# ---- design 1 ----
## src/rtl/ipsxe_floating_point_horner_pkg_v1_0.sv

```systemverilog
// Shared definitions for the Horner polynomial evaluator: FSM encoding,
// step-counter sizing and parameter legality.
package ipsxe_floating_point_horner_pkg_v1_0;

  typedef enum logic [1:0] {
    ST_IDLE = 2'd0,
    ST_MUL  = 2'd1,
    ST_ADD  = 2'd2,
    ST_DONE = 2'd3
  } state_t;

  // Counter holds k in [0, N_TERMS-2]; keep at least one bit so N_TERMS<=2 still elaborates.
  function automatic int cnt_width(input int n_terms);
    return (n_terms <= 2) ? 1 : $clog2(n_terms);
  endfunction

  function automatic bit params_ok(input int n_terms, input int mult_reg);
    return (n_terms >= 1) && ((mult_reg == 0) || (mult_reg == 1));
  endfunction

endpackage

```

## src/rtl/ipsxe_floating_point_horner_mac_v1_0_if.sv

```systemverilog
// Request/result handshake bundle for the Horner evaluator; slave is the
// evaluator side, master is the requester side.
interface ipsxe_floating_point_horner_mac_v1_0_if #(
  parameter int COEF_WIDTH = 16,
  parameter int Z_WIDTH    = 8,
  parameter int N_TERMS    = 4
);
  logic                            i_valid;
  logic                            o_ready;
  logic [N_TERMS*COEF_WIDTH-1:0]   i_coef;
  logic [Z_WIDTH-1:0]              i_z;
  logic                            o_valid;
  logic                            i_ready;
  logic [COEF_WIDTH-1:0]           o_result;

  modport slave  (input  i_valid, i_coef, i_z, i_ready,
                  output o_ready, o_valid, o_result);
  modport master (output i_valid, i_coef, i_z, i_ready,
                  input  o_ready, o_valid, o_result);
endinterface

```

## src/rtl/ipsxe_floating_point_horner_step_v1_0.sv

```systemverilog
// One Horner step: c_k + ((acc*z) >> Z_WIDTH), with optional product register.
// IPSXE_HORNER_SAT_EN selects saturation instead of modulo wrap.
module ipsxe_floating_point_horner_step_v1_0 #(
  parameter int COEF_WIDTH = 16,
  parameter int Z_WIDTH    = 8,
  parameter int MULT_REG   = 0
) (
  input  logic                  i_clk,
  input  logic                  i_rst_n,
  input  logic                  i_mul_en,
  input  logic [COEF_WIDTH-1:0] i_acc,
  input  logic [COEF_WIDTH-1:0] i_coef,
  input  logic [Z_WIDTH-1:0]    i_z,
  output logic [COEF_WIDTH-1:0] o_sum
);

  logic [COEF_WIDTH+Z_WIDTH-1:0] w_prod;
  logic [COEF_WIDTH-1:0]         w_p;
  logic [COEF_WIDTH-1:0]         w_p_use;
  logic [COEF_WIDTH-1:0]         r_p;

  assign w_prod = {{Z_WIDTH{1'b0}}, i_acc} * {{COEF_WIDTH{1'b0}}, i_z};
  assign w_p    = COEF_WIDTH'(w_prod >> Z_WIDTH);

  // NOTE: sequential state uses non-blocking assignments so every register
  // samples the pre-edge values of the others.
  always_ff @(posedge i_clk) begin
    if (!i_rst_n) begin
      r_p <= '0;
    end else if (i_mul_en) begin
      r_p <= w_p;
    end
  end

  // With MULT_REG=0 the register is dead logic and the product feeds the adder directly.
  assign w_p_use = (MULT_REG != 0) ? r_p : w_p;

`ifdef IPSXE_HORNER_SAT_EN
  logic [COEF_WIDTH:0] w_sum_full;
  assign w_sum_full = {1'b0, i_coef} + {1'b0, w_p_use};
  assign o_sum      = w_sum_full[COEF_WIDTH] ? {COEF_WIDTH{1'b1}} : w_sum_full[COEF_WIDTH-1:0];
`else
  assign o_sum = i_coef + w_p_use;
`endif

endmodule

```

## src/rtl/ipsxe_floating_point_horner_mac_v1_0.sv

```systemverilog
// Iterative Horner evaluator c0 + z*(c1 + z*(...)) over one shared step datapath.
// Define IPSXE_HORNER_SAT_EN for per-step saturation (default: modulo wrap).
module ipsxe_floating_point_horner_mac_v1_0
  import ipsxe_floating_point_horner_pkg_v1_0::*;
#(
  parameter int COEF_WIDTH = 16,
  parameter int Z_WIDTH    = 8,
  parameter int N_TERMS    = 4,
  parameter int MULT_REG   = 0
) (
  input  logic i_clk,
  input  logic i_rst_n,
  ipsxe_floating_point_horner_mac_v1_0_if.slave io_bus
);

  localparam int KW = cnt_width(N_TERMS);

  generate
    if (!params_ok(N_TERMS, MULT_REG)) begin : g_param_err
      $error("ipsxe_floating_point_horner_mac_v1_0: illegal N_TERMS/MULT_REG");
    end
  endgenerate

  state_t                r_state;
  state_t                w_state_nxt;
  logic [COEF_WIDTH-1:0] r_acc;
  logic [COEF_WIDTH-1:0] w_acc_nxt;
  logic [COEF_WIDTH-1:0] r_result;
  logic [KW-1:0]         r_k;
  logic [COEF_WIDTH-1:0] r_coef [N_TERMS];
  logic [Z_WIDTH-1:0]    r_z;
  logic                  w_ready;
  logic                  w_accept;
  logic [COEF_WIDTH-1:0] w_sum;

  assign w_ready  = (r_state == ST_IDLE) && i_rst_n;
  assign w_accept = w_ready && io_bus.i_valid;

  ipsxe_floating_point_horner_step_v1_0 #(
    .COEF_WIDTH (COEF_WIDTH),
    .Z_WIDTH    (Z_WIDTH),
    .MULT_REG   (MULT_REG)
  ) u_step (
    .i_clk    (i_clk),
    .i_rst_n  (i_rst_n),
    .i_mul_en (r_state == ST_MUL),
    .i_acc    (r_acc),
    .i_coef   (r_coef[r_k]),
    .i_z      (r_z),
    .o_sum    (w_sum)
  );

  // NOTE: every always_comb output gets a default first, so no path can infer a latch.
  always_comb begin
    w_state_nxt = r_state;
    w_acc_nxt   = r_acc;
    unique case (r_state)
      ST_IDLE: if (w_accept) begin
        w_acc_nxt   = io_bus.i_coef[(N_TERMS-1)*COEF_WIDTH +: COEF_WIDTH];
        w_state_nxt = (N_TERMS == 1) ? ST_DONE : ((MULT_REG == 1) ? ST_MUL : ST_ADD);
      end
      ST_MUL:  w_state_nxt = ST_ADD;
      ST_ADD: begin
        w_acc_nxt   = w_sum;
        w_state_nxt = (r_k == '0) ? ST_DONE : ((MULT_REG == 1) ? ST_MUL : ST_ADD);
      end
      ST_DONE: if (io_bus.i_ready) w_state_nxt = ST_IDLE;
      default: w_state_nxt = ST_IDLE;
    endcase
  end

  always_ff @(posedge i_clk) begin
    if (!i_rst_n) begin
      r_state  <= ST_IDLE;
      r_acc    <= '0;
      r_k      <= '0;
      r_result <= '0;
    end else begin
      r_state <= w_state_nxt;
      r_acc   <= w_acc_nxt;
      if (w_accept) begin
        r_k <= KW'(N_TERMS - 2);
      end else if (r_state == ST_ADD && r_k != '0) begin
        r_k <= r_k - 1'b1;
      end
      // Result register holds its value after the handshake until the next result.
      if (w_state_nxt == ST_DONE && r_state != ST_DONE) begin
        r_result <= w_acc_nxt;
      end
    end
  end

  // NOTE: the operand latch has no reset; it is always written on accept
  // before any step reads it, so clearing it would only cost logic.
  always_ff @(posedge i_clk) begin
    if (w_accept) begin
      for (int i = 0; i < N_TERMS; i++) begin
        r_coef[i] <= io_bus.i_coef[i*COEF_WIDTH +: COEF_WIDTH];
      end
      r_z <= io_bus.i_z;
    end
  end

  assign io_bus.o_ready  = w_ready;
  assign io_bus.o_valid  = (r_state == ST_DONE) && i_rst_n;
  assign io_bus.o_result = r_result;

endmodule

```

## src/flat_wrapper.sv

```systemverilog
// flat-port wrapper written by rule: the top's interface ports become plain ports
module ipsxe_floating_point_horner_mac_v1_0_flat import ipsxe_floating_point_horner_pkg_v1_0::*;
#(
  parameter int COEF_WIDTH = 16,
  parameter int Z_WIDTH    = 8,
  parameter int N_TERMS    = 4,
  parameter int MULT_REG   = 0
)
  (i_clk, i_rst_n, io_bus_i_valid, io_bus_i_coef, io_bus_i_z, io_bus_i_ready, io_bus_o_ready, io_bus_o_valid, io_bus_o_result);
  ipsxe_floating_point_horner_mac_v1_0_if #(.COEF_WIDTH(COEF_WIDTH), .Z_WIDTH(Z_WIDTH), .N_TERMS(N_TERMS)) io_bus_i ();
  input  logic i_clk;
  input  logic i_rst_n;
  input wire logic [$bits(io_bus_i.i_valid)-1:0] io_bus_i_valid;
  input wire logic [$bits(io_bus_i.i_coef)-1:0] io_bus_i_coef;
  input wire logic [$bits(io_bus_i.i_z)-1:0] io_bus_i_z;
  input wire logic [$bits(io_bus_i.i_ready)-1:0] io_bus_i_ready;
  output wire logic [$bits(io_bus_i.o_ready)-1:0] io_bus_o_ready;
  output wire logic [$bits(io_bus_i.o_valid)-1:0] io_bus_o_valid;
  output wire logic [$bits(io_bus_i.o_result)-1:0] io_bus_o_result;
  assign io_bus_i.i_valid = io_bus_i_valid;
  assign io_bus_i.i_coef = io_bus_i_coef;
  assign io_bus_i.i_z = io_bus_i_z;
  assign io_bus_i.i_ready = io_bus_i_ready;
  assign io_bus_o_ready = io_bus_i.o_ready;
  assign io_bus_o_valid = io_bus_i.o_valid;
  assign io_bus_o_result = io_bus_i.o_result;
  ipsxe_floating_point_horner_mac_v1_0 #(.COEF_WIDTH(COEF_WIDTH), .Z_WIDTH(Z_WIDTH), .N_TERMS(N_TERMS), .MULT_REG(MULT_REG)) u_core (.i_clk(i_clk), .i_rst_n(i_rst_n), .io_bus(io_bus_i));
endmodule
```

## config.mk

```make
export PLATFORM = sky130hd
export DESIGN_NAME = ipsxe_floating_point_horner_mac_v1_0_flat
export DESIGN_NICKNAME = d
export VERILOG_FILES = /design/src/rtl/ipsxe_floating_point_horner_pkg_v1_0.sv /design/src/rtl/ipsxe_floating_point_horner_mac_v1_0_if.sv /design/src/rtl/ipsxe_floating_point_horner_step_v1_0.sv /design/src/rtl/ipsxe_floating_point_horner_mac_v1_0.sv /design/src/flat_wrapper.sv
export SDC_FILE = /design/constraint.sdc
export NUM_CORES = 1
export LEC_CHECK = 0
export CORE_MARGIN = 3
export CORE_UTILIZATION = 58
export DETAILED_ROUTE_END_ITERATION = 6
export GPL_ROUTABILITY_DRIVEN = 0
export GPL_TIMING_DRIVEN = 0
export PLACE_DENSITY = 0.82
export SLEW_MARGIN = 20
export SYNTH_ARGS = -nofsm -noshare
export SYNTH_HDL_FRONTEND = slang
export SYNTH_HIERARCHICAL = 1
export SYNTH_SLANG_ARGS = --single-unit
```

## constraint.sdc

```tcl
create_clock -name i_clk -period 7.3 [get_ports i_clk]
set_input_delay 1.825 -clock i_clk [delete_from_list [all_inputs] [get_ports i_clk]]
set_output_delay 1.825 -clock i_clk [all_outputs]
set_load 0.01 [all_outputs]
```

Design 1, M1 wires:
Scale bar: 50 µm. Supply wires on this layer in grey.
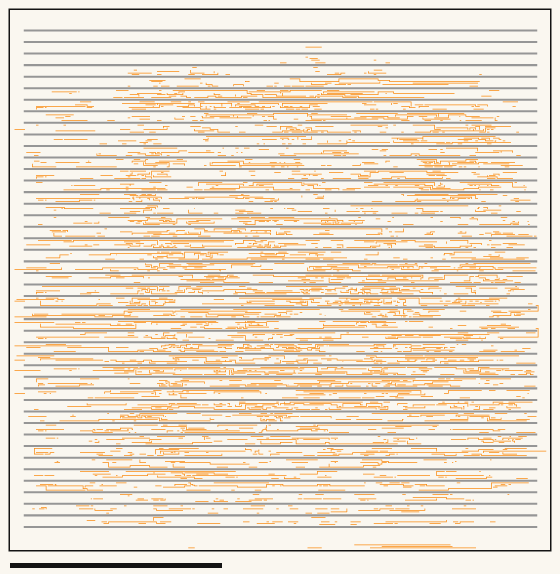
main direction: horizontal
wire length on this layer: 8110 µm
longest straight run: 54.7 µm

Design 1, the metal 2 layer:
Scale bar: 50 µm.
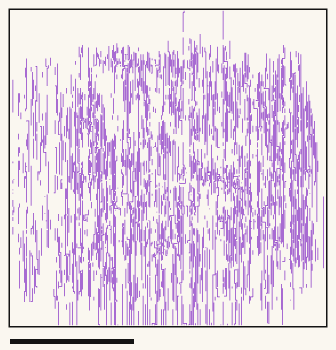
wire length on this layer: 10600 µm
longest straight run: 75.5 µm
main direction: vertical

==> flow_summary.ini <==
; synthesis and place-and-route metrics
[cells_and_area]
post-route-cell-area_um2 = 10100
layout.filler_cells = 960
layout-drive-gt1-share = 0.0919
finish.cell_count_without_fillers = 1061
seq_share = 0.286
clock_network_area_share = 0.0302
final_util = 0.712

[clocking]
ctsHtreeMaxLevel = 3

[route]
drt_first_pass_iters = 5
drtAntennaViolNets = 0

[placed_design]
post-place-ws_ps = 197
numPlacedInstances = 1041

[die]
chipHeight_um = 127

[sta]
setup_viol_count_final = 0
worst_slew_pin_slew_ps = 545

[status]
result_of_the_run = completed
Design 1, signal wires on met3:
Cells faint in the background.
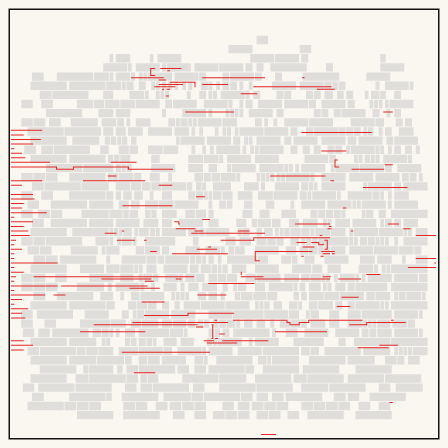
longest straight run: 47.4 µm
main direction: horizontal
wire length on this layer: 1100 µm
nets with wire on the layer: 117
share of all routed wire: 5.4%

## metal layers
layer | track usage | up-vias | share of wire
met5 | 0 | - | 0
met4 | 0.0707 | 0 | 0.023
met3 | 0.0472 | 52 | 0.054
met2 | 0.461 | 226 | 0.52
met1 | 0.331 | 3152 | 0.40
li1 | - | 2824 | -
## final timing paths
check              startpoint               end  slack (ps)  depth (start not counted)
max             u_core/r_z[6]  u_core/r_acc[15]         350                         25
min reg2reg  u_core/r_acc[13]  u_core/r_acc[13]         470                          1
max reg2reg     u_core/r_z[6]  u_core/r_acc[15]         350                         25
min          u_core/r_acc[13]  u_core/r_acc[13]         470                          1
## registers in the layout, summed over array words and instances (netlist names)
name                    cells
u_core/io_bus.o_result     16
u_core/r_acc               16
u_core/r_coef              64
u_core/r_k                  2
u_core/r_state              2
u_core/r_z                  8
## what timing repair did
item	4_1_cts	5_1_grt
endpoints found under the setup margin	0	8
gates resized	0	15
hold endpoints to repair	0	0
setup buffers	0	5

# ---- design 2 ----
File: src/rtl/matched_filter_pulse_inject.sv
// SSR pulse injector: adds an amplitude-scaled copy of the matched-filter template
// into an 8-sample-per-clock stream, starting at any lane phase, with saturation.

module mfpi_lane #(
    parameter int NBITS = 12
) (
    input  logic                    active_i,
    input  logic signed [7:0]       n_i,
    input  logic signed [NBITS-1:0] amp_i,
    output logic signed [NBITS+2:0] contrib_o
);
    localparam logic signed [3:0] TMPL [0:41] = '{
        4'sd1, 4'sd1, -4'sd1, -4'sd2, 4'sd1, 4'sd4, 4'sd1, -4'sd4, -4'sd4, 4'sd0,
        4'sd4, 4'sd2, 4'sd0, -4'sd2, -4'sd2, -4'sd1, 4'sd0, 4'sd1,
        4'sd2, 4'sd1, 4'sd0, -4'sd1, -4'sd1, -4'sd1, 4'sd0, 4'sd1,
        4'sd1, 4'sd1, 4'sd1, 4'sd0, -4'sd1, -4'sd1, -4'sd1, 4'sd0,
        4'sd0, 4'sd1, 4'sd1, 4'sd0, 4'sd0, 4'sd0, -4'sd1, -4'sd1
    };

    logic signed [3:0]       s;
    logic signed [NBITS+2:0] a;

    // Template taps are only 0, +-1, +-2, +-4, so shifts and a negate cover every product.
    always_comb begin
        s = '0;
        if (active_i && n_i >= 8'sd0 && n_i <= 8'sd41) s = TMPL[n_i[5:0]];
        a = (NBITS+3)'(amp_i);
        case (s)
            4'sd1:   contrib_o = a;
            4'sd2:   contrib_o = a <<< 1;
            4'sd4:   contrib_o = a <<< 2;
            -4'sd1:  contrib_o = -a;
            -4'sd2:  contrib_o = -(a <<< 1);
            -4'sd4:  contrib_o = -(a <<< 2);
            default: contrib_o = '0;
        endcase
    end
endmodule

module matched_filter_pulse_inject #(
    parameter int NBITS   = 12,
    parameter int NSAMPS  = 8,
    parameter int HOLDOFF = 16
) (
    input  logic                    aclk,
    input  logic                    aclk_rst,
    input  logic [NBITS*NSAMPS-1:0] data_i,
    output logic [NBITS*NSAMPS-1:0] data_o,
    output logic                    sat_o,
    input  logic                    pulse_req_i,
    input  logic [NBITS-1:0]        amp_i,
    input  logic [2:0]              phase_i,
    output logic                    pulse_ack_o,
    output logic                    busy_o
);
    localparam int CW = NBITS + 3;
    localparam int SW = NBITS + 4;
    localparam int HW = (HOLDOFF > 1) ? $clog2(HOLDOFF) : 1;
    localparam logic signed [SW-1:0] SMAX = SW'((1 << (NBITS-1)) - 1);
    localparam logic signed [SW-1:0] SMIN = ~SMAX;

    typedef enum logic [1:0] {IDLE, PLAY, HOLD} state_t;

    state_t                          state_q, state_d;
    logic [2:0]                      beat_q, beat_d;
    logic [HW-1:0]                   hcnt_q, hcnt_d;
    logic [NBITS-1:0]                amp_q, amp_d;
    logic [2:0]                      ph_q, ph_d;
    logic                            busy_q;
    logic                            ack;

    logic [NSAMPS-1:0][CW-1:0]       contrib;
    logic [NSAMPS-1:0][NBITS-1:0]    d1_q;
    logic [NSAMPS-1:0][CW-1:0]       c1_q;
    logic [NSAMPS-1:0][NBITS-1:0]    lane_out;
    logic [NSAMPS-1:0]               lane_sat;
    logic [NSAMPS-1:0][NBITS-1:0]    dout_q;
    logic                            sat_q;

    always_comb begin
        state_d = state_q;
        beat_d  = beat_q;
        hcnt_d  = hcnt_q;
        amp_d   = amp_q;
        ph_d    = ph_q;
        ack     = 1'b0;
        case (state_q)
            IDLE: if (pulse_req_i) begin
                ack     = 1'b1;
                amp_d   = amp_i;
                ph_d    = phase_i;
                beat_d  = '0;
                state_d = PLAY;
            end
            // Phase 7 pushes the 42-sample template across a seventh beat.
            PLAY: if (beat_q == ((ph_q == 3'd7) ? 3'd6 : 3'd5)) begin
                hcnt_d  = '0;
                state_d = HOLD;
            end else begin
                beat_d = beat_q + 3'd1;
            end
            HOLD: if (hcnt_q == HW'(HOLDOFF - 1)) state_d = IDLE;
                  else hcnt_d = hcnt_q + 1'b1;
            default: state_d = IDLE;
        endcase
    end

    assign pulse_ack_o = ack && !aclk_rst;
    assign busy_o      = busy_q;

    for (genvar k = 0; k < NSAMPS; k++) begin : g_lane
        logic signed [7:0]    n;
        logic signed [SW-1:0] sum;

        assign n = $signed({2'b00, beat_q, 3'b000}) + $signed(8'(k)) - $signed({5'b00000, ph_q});

        mfpi_lane #(.NBITS(NBITS)) u_lane (
            .active_i  (state_q == PLAY),
            .n_i       (n),
            .amp_i     ($signed(amp_q)),
            .contrib_o (contrib[k])
        );

        assign sum = SW'($signed(d1_q[k])) + SW'($signed(c1_q[k]));

        always_comb begin
            lane_sat[k] = (sum > SMAX) || (sum < SMIN);
            if (sum > SMAX)      lane_out[k] = SMAX[NBITS-1:0];
            else if (sum < SMIN) lane_out[k] = SMIN[NBITS-1:0];
            else                 lane_out[k] = sum[NBITS-1:0];
        end
    end

    always_ff @(posedge aclk) begin
        if (aclk_rst) begin
            state_q <= IDLE;
            beat_q  <= '0;
            hcnt_q  <= '0;
            amp_q   <= '0;
            ph_q    <= '0;
            busy_q  <= 1'b0;
            d1_q    <= '0;
            c1_q    <= '0;
            dout_q  <= '0;
            sat_q   <= 1'b0;
        end else begin
            state_q <= state_d;
            beat_q  <= beat_d;
            hcnt_q  <= hcnt_d;
            amp_q   <= amp_d;
            ph_q    <= ph_d;
            busy_q  <= (state_d != IDLE);
            d1_q    <= data_i;
            c1_q    <= contrib;
            dout_q  <= lane_out;
            sat_q   <= |lane_sat;
        end
    end

    assign data_o = dout_q;
    assign sat_o  = sat_q;
endmodule
File: config.mk
export PLATFORM = sky130hd
export DESIGN_NAME = matched_filter_pulse_inject
export DESIGN_NICKNAME = d
export VERILOG_FILES = /design/src/rtl/matched_filter_pulse_inject.sv
export SDC_FILE = /design/constraint.sdc
export NUM_CORES = 1
export LEC_CHECK = 0
export CAP_MARGIN = 40
export CELL_PAD_IN_SITES_DETAIL_PLACEMENT = 0
export CELL_PAD_IN_SITES_GLOBAL_PLACEMENT = 1
export CORE_UTILIZATION = 45
export DETAILED_ROUTE_END_ITERATION = 8
export PLACE_DENSITY_LB_ADDON = 0.1
export SLEW_MARGIN = 20
export SYNTH_ARGS = -nofsm -noshare
export SYNTH_HDL_FRONTEND = slang
export SYNTH_HIERARCHICAL = 1
export SYNTH_SLANG_ARGS = --single-unit
File: constraint.sdc
create_clock -name aclk -period 6.86 [get_ports aclk]
set_clock_uncertainty 0.15 [all_clocks]
set_input_delay 1.029 -clock aclk [delete_from_list [all_inputs] [get_ports aclk]]
set_output_delay 1.029 -clock aclk [all_outputs]
set_load 0.01 [all_outputs]
Design 2, M1 wires:
Scale bar: 100 µm. Supply wires on this layer in grey.
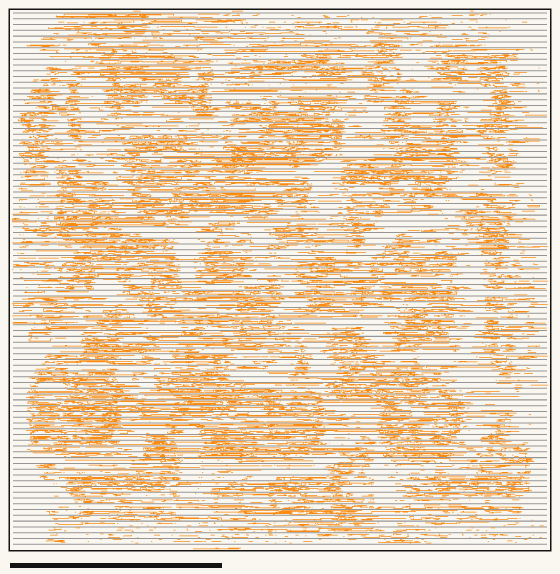
share of all routed wire: 47%
longest straight run: 79.6 µm
nets with wire on the layer: 3712
wire length on this layer: 38.0 mm

through the flow:
step	setup WS [ps]	power, mW
after detailed placement	1910	4.66
final	1870	6.89
after global placement	2000	4.64
after global routing	1380	7.29
after CTS	1900	6.94
after floorplan	1770	4.00
sequential cells by signal, summed over array words and instances (netlist names):
name,cells
amp_q,12
beat_q,3
busy_o,1
c1_q,120
d1_q,96
data_o,96
hcnt_q,4
ph_q,3
sat_o,1
state_q,2
placed cells by master (no fill, tap or decap), types with 16 or more instances in the layout:
cell / n
nor3b_1: 30
ha_1: 207
and2_1: 31
o21bai_1: 23
a21o_1: 109
a32oi_1: 16
buf_4: 51
nand3_1: 111
nand4_1: 41
a31oi_1: 29
clkdlybuf4s50_1: 211
and3_1: 17
clkbuf_16: 45
or2_2: 29
or3_1: 26
nor3_1: 67
inv_1: 115
nor2_1: 240
o21a_1: 51
o211ai_1: 52
a211oi_1: 36
nand2b_1: 55
o21ai_0: 105
xor2_1: 124
a2111oi_0: 16
or4_1: 22
mux2i_1: 43
xnor2_1: 139
a22oi_1: 125
dfxtp_1: 325
nand2_1: 327
nor2b_1: 254
a21oi_1: 122
a22o_1: 16
nor4_1: 21
==> flow_summary.ini <==
; synthesis and place-and-route metrics
[critical_path]
worst_setup_path_end_kind = flop
critical-path-top-delay-family = simple AND/OR/NAND/NOR gates
cp_data_required_time_ps = 7200
critPathKind = reg2reg
reg2reg_from = ph_q[0]

[status]
result_of_the_run = completed

[synthesis]
synth_async_sr_flop_share = 0
topCellsByArea = dfxtp_1 24%, ha_1 9.0%, nor2b_1 5.5%
synth.cellmix.compoundShare = 0.224
synth.cell_area_um2 = 28700

[die]
well_tap_count = 846

[cells_and_area]
layout.nets = 3949
layout.sequential_cells = 338

[route]
viasPerCell = 5.77
vias = 25970

[power]
power_switching_mw = 2.40
p_clk_mw = 2.24
pwr_density_cell_nw_per_um2 = 213

[flow_run]
cap_viol_max_count = 0

# ---- design 3 ----
Design 3, M1 wires:
Scale bar: 50 µm. Supply wires on this layer in grey.
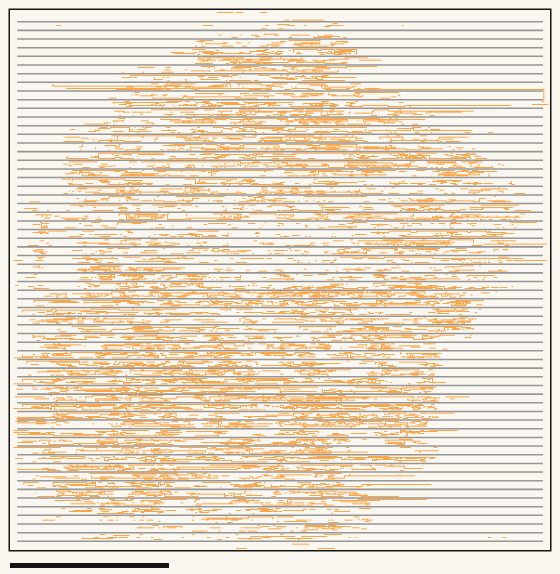
<file path="src/rtl/hpf_power_meter.sv">
`default_nettype none
// ============================================================================
// Module      : hpf_power_meter
// Description : Saturates a wide signed high-pass filter output to 16 bits.
//               Accumulates the squared samples over a window of 2^WIN_LOG2
//               accepted samples and reports the mean power and peak
//               magnitude of each window. Flags detection when the mean
//               power reaches a programmable threshold.
//               Optional feature macro: HPF_METER_PEAK_EN
//                 defined   -> peak-magnitude tracker is built
//                 undefined -> peak_o is tied to 0, no peak logic exists
// Revision    : 1.0 - initial release
// ============================================================================
module hpf_power_meter #(
  parameter int IN_WIDTH = 39,
  parameter int WIN_LOG2 = 8
) (
  input  logic                       clk,
  input  logic                       rst,
  input  logic signed [IN_WIDTH-1:0] y_in,
  input  logic                       valid_i,
  input  logic        [31:0]         thresh,
  output logic signed [15:0]         sample_o,
  output logic                       sample_valid_o,
  output logic                       sat_o,
  output logic        [31:0]         power_o,
  output logic        [15:0]         peak_o,
  output logic                       meas_valid_o,
  output logic                       detect_o
);

  // --------------------------------------------------------------------------
  // Constants
  // --------------------------------------------------------------------------
  // Input is sign-extended to at least 17 bits so the 16-bit clip limits are
  // representable even for narrow IN_WIDTH settings.
  localparam int EXT_W = (IN_WIDTH > 17) ? IN_WIDTH : 17;
  // Largest square is 32768^2 = 2^30, so 31 bits per term; summing
  // 2^WIN_LOG2 terms needs WIN_LOG2 extra bits and can never overflow.
  localparam int SQ_W  = 31;
  localparam int ACC_W = SQ_W + WIN_LOG2;

  localparam logic signed [EXT_W-1:0] SAT_MAX = EXT_W'(32767);
  localparam logic signed [EXT_W-1:0] SAT_MIN = EXT_W'(-32768);

  // --------------------------------------------------------------------------
  // Stage 1 : saturation
  // --------------------------------------------------------------------------
  logic signed [EXT_W-1:0] y_ext;
  logic                    clip_hi;
  logic                    clip_lo;
  logic signed [15:0]      sample_d;
  logic signed [15:0]      sample_q;
  logic                    sample_valid_q;
  logic                    sat_q;

  assign y_ext   = EXT_W'(y_in);
  assign clip_hi = (y_ext > SAT_MAX);
  assign clip_lo = (y_ext < SAT_MIN);

  // Clamp the extended input to the signed 16-bit range.
  always_comb begin
    sample_d = y_ext[15:0];
    if (clip_hi) begin
      sample_d = 16'sh7FFF;
    end else if (clip_lo) begin
      sample_d = 16'sh8000;
    end
  end

  // Register the saturated sample; it holds its value when no sample arrives.
  always_ff @(posedge clk) begin
    if (rst) begin
      sample_q       <= '0;
      sample_valid_q <= 1'b0;
      sat_q          <= 1'b0;
    end else begin
      sample_valid_q <= valid_i;
      sat_q          <= valid_i & (clip_hi | clip_lo);
      if (valid_i) begin
        sample_q <= sample_d;
      end
    end
  end

  assign sample_o       = sample_q;
  assign sample_valid_o = sample_valid_q;
  assign sat_o          = sat_q;

  // --------------------------------------------------------------------------
  // Stage 2 : magnitude and square of the registered sample
  // --------------------------------------------------------------------------
  logic [15:0]     sample_u;
  logic [15:0]     mag;
  logic [SQ_W-1:0] square;

  // The unsigned magnitude of -32768 is 32768, which still fits in 16 bits,
  // so squaring through the magnitude gives the exact value for every input.
  assign sample_u = $unsigned(sample_q);
  assign mag      = sample_q[15] ? (~sample_u + 16'd1) : sample_u;
  assign square   = {15'd0, mag} * {15'd0, mag};

  // --------------------------------------------------------------------------
  // Stage 2 : window accumulator, sample counter, power and detect
  // --------------------------------------------------------------------------
  logic [WIN_LOG2-1:0] cnt_q;
  logic [WIN_LOG2-1:0] cnt_d;
  logic [ACC_W-1:0]    acc_q;
  logic [ACC_W-1:0]    acc_d;
  logic [ACC_W-1:0]    acc_sum;
  logic                win_last;
  logic [31:0]         power_q;
  logic [31:0]         power_d;
  logic                meas_valid_q;
  logic                meas_valid_d;
  logic                detect_q;
  logic                detect_d;

  assign acc_sum  = acc_q + {{WIN_LOG2{1'b0}}, square};
  assign win_last = (cnt_q == {WIN_LOG2{1'b1}});

  // Next-state for the window: accumulate, or close the window on its last
  // sample and start the next one immediately with an empty accumulator.
  always_comb begin
    cnt_d        = cnt_q;
    acc_d        = acc_q;
    power_d      = power_q;
    meas_valid_d = 1'b0;
    detect_d     = detect_q;
    if (sample_valid_q) begin
      // Counter wraps from all-ones back to zero on the last sample.
      cnt_d = cnt_q + WIN_LOG2'(1);
      if (win_last) begin
        acc_d        = '0;
        // Mean = sum >> WIN_LOG2; the quotient is at most 31 bits wide.
        power_d      = {1'b0, acc_sum[ACC_W-1:WIN_LOG2]};
        meas_valid_d = 1'b1;
        detect_d     = (power_d >= thresh);
      end else begin
        acc_d = acc_sum;
      end
    end
  end

  // Window state registers; reset discards any partially filled window.
  always_ff @(posedge clk) begin
    if (rst) begin
      cnt_q        <= '0;
      acc_q        <= '0;
      power_q      <= '0;
      meas_valid_q <= 1'b0;
      detect_q     <= 1'b0;
    end else begin
      cnt_q        <= cnt_d;
      acc_q        <= acc_d;
      power_q      <= power_d;
      meas_valid_q <= meas_valid_d;
      detect_q     <= detect_d;
    end
  end

  assign power_o      = power_q;
  assign meas_valid_o = meas_valid_q;
  assign detect_o     = detect_q;

  // --------------------------------------------------------------------------
  // Optional peak-magnitude tracker
  // --------------------------------------------------------------------------
`ifdef HPF_METER_PEAK_EN
  logic [15:0] pk_mag;
  logic [15:0] pk_max;
  logic [15:0] pk_track_q;
  logic [15:0] pk_track_d;
  logic [15:0] peak_q;
  logic [15:0] peak_d;

  // Peak is reported in the positive 16-bit range, so -32768 reads as 32767.
  assign pk_mag = (mag == 16'h8000) ? 16'h7FFF : mag;
  assign pk_max = (pk_mag > pk_track_q) ? pk_mag : pk_track_q;

  // Track the running maximum; publish it and restart from zero at window end.
  always_comb begin
    pk_track_d = pk_track_q;
    peak_d     = peak_q;
    if (sample_valid_q) begin
      if (win_last) begin
        peak_d     = pk_max;
        pk_track_d = '0;
      end else begin
        pk_track_d = pk_max;
      end
    end
  end

  // Peak tracker and published peak registers.
  always_ff @(posedge clk) begin
    if (rst) begin
      pk_track_q <= '0;
      peak_q     <= '0;
    end else begin
      pk_track_q <= pk_track_d;
      peak_q     <= peak_d;
    end
  end

  assign peak_o = peak_q;
`else
  assign peak_o = 16'd0;
`endif

endmodule
`default_nettype wire
</file>
<file path="config.mk">
export PLATFORM = sky130hd
export DESIGN_NAME = hpf_power_meter
export DESIGN_NICKNAME = d
export VERILOG_FILES = /design/src/rtl/hpf_power_meter.sv
export SDC_FILE = /design/constraint.sdc
export NUM_CORES = 1
export LEC_CHECK = 0
export CORE_MARGIN = 2
export CORE_UTILIZATION = 50
export DETAILED_ROUTE_END_ITERATION = 10
export PLACE_DENSITY = 0.83
export SYNTH_ARGS = -nofsm -noshare
export SYNTH_HDL_FRONTEND = slang
export SYNTH_SLANG_ARGS = --single-unit
</file>
<file path="constraint.sdc">
create_clock -name clk -period 15 [get_ports clk]
set_input_delay 2.25 -clock clk [delete_from_list [all_inputs] [get_ports clk]]
set_output_delay 2.25 -clock clk [all_outputs]
set_load 0.05 [all_outputs]
</file>
==> flow_summary.ini <==
; synthesis and place-and-route metrics
[die]
top_level_ports = 142
rows = 60
floorplan.core_util = 0.509
design.core.area_um2 = 27000

[grt]
grt_antenna_before_repair = 0

[critical_path]
regToRegEndpoint = detect_o
reg2reg_from = sample_o[0]
crit_path_max_incr_delay_ps = 820
crit_path_top_delay_cell = xor2_1
timing.critical_path.mode_cell = a21o_1

[clocking]
ctsHtreeMaxLevel = 3
post-cts-setup-buffer-count = 0
cts_hold_repair_buffers = 0
resized_after_cts = 0

[route]
drt_first_pass_iters = 6
dr_wl_met3_mm = 1.96
vias = 11836

[sta]
worst_slew_pin_slew_ps = 1130
setup_slack_ps = 2750
worst_clock_skew_ps = 16.8

[cells_and_area]
clock_network_area_share = 0.0196
area_growth_syn_to_layout_pct = 13.3
layout.sequential_cells = 98

[worst_hold_path]
whs_endpoint = power_o[18]
hold_path_class = reg2reg
worst_hold_startpoint = power_o[18]

[status]
result_of_the_run = completed

[placed_design]
numPlacedInstances = 2075
## Picture notes: 'M1 wires' of design 3
wire length on this layer: 14300 µm
share of all routed wire: 42%
longest straight run: 51.5 µm

[synthesized netlist by cell type (7+ instances only)]
library cell  count  area share
a211oi_1         11      0.0060
a21o_1           43       0.024
a21oi_1         100       0.036
a22o_1           13      0.0083
a22oi_1          15      0.0082
a31oi_1          10      0.0046
and2_1            9      0.0041
and3_1           13      0.0059
buf_4            17      0.0093
clkbuf_1         42       0.011
dfxtp_1          98        0.14
fa_1            161        0.24
ha_1            161        0.15
inv_1           277       0.076
nand2_1         144       0.039
nand2b_1         13      0.0059
nand3_1          23      0.0084
nand4_1          21      0.0096
nor2_1          146       0.040
nor2b_1           9      0.0041
nor3_1           31       0.011
nor4_1           12      0.0055
o21ai_0          42       0.015
o21bai_1          9      0.0049
o31ai_1           9      0.0049
or3_1             7      0.0032
xnor2_1          62       0.040
xor2_1           22       0.014
[kinds of logic after synthesis]
family          count (synthesis)  synth area share
flops                          98             0.143
xor+xnor                       85            0.0557
simple gates                  460             0.157
other cells                     2          0.000548
compound gates                320             0.157
fa+ha+maj                     323             0.383
mux                             3           0.00219
buf+inv                       349             0.101


==> notes/layouts.md <==
Pictures saved along the way, in no particular order.

Signal wires on met4.
shot_01.png
Scale bar: 100 µm. Supply wires on this layer in grey.
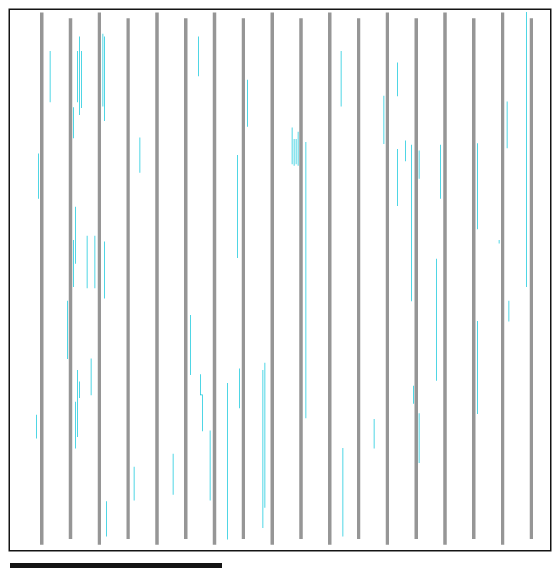
shot_02.png
Scale bar: 50 µm. Supply wires on this layer in grey.
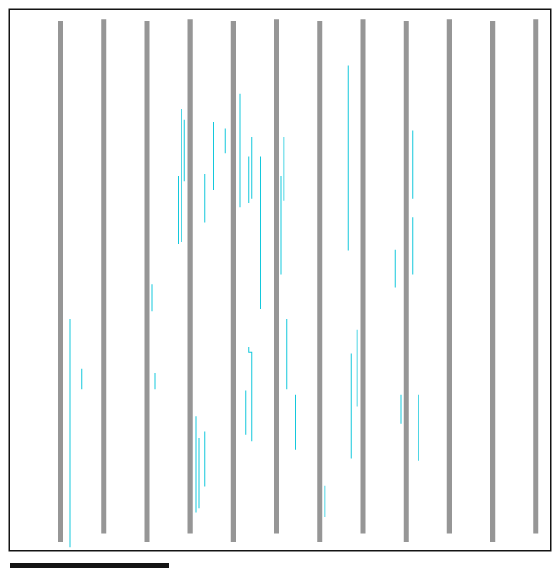
shot_03.png
Scale bar: 50 µm. Supply wires on this layer in grey.
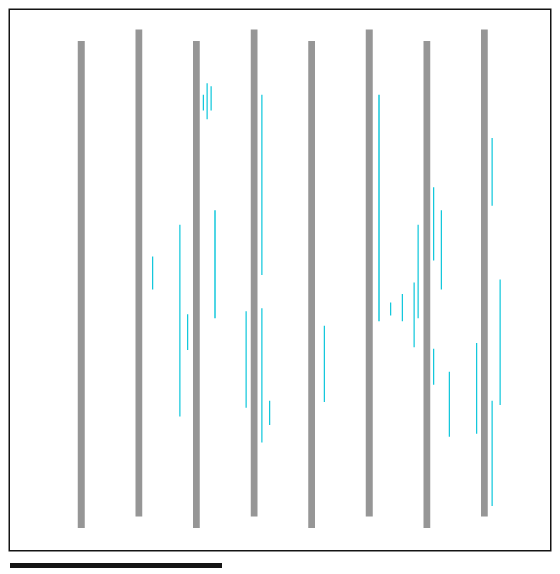
- shot_03.png = design 1
- shot_02.png = design 3
- shot_01.png = design 2

Key to shot_03.png:
wire length on this layer: 469 µm
main direction: vertical
longest straight run: 53.0 µm

Power and IR drop assume default switching activity.
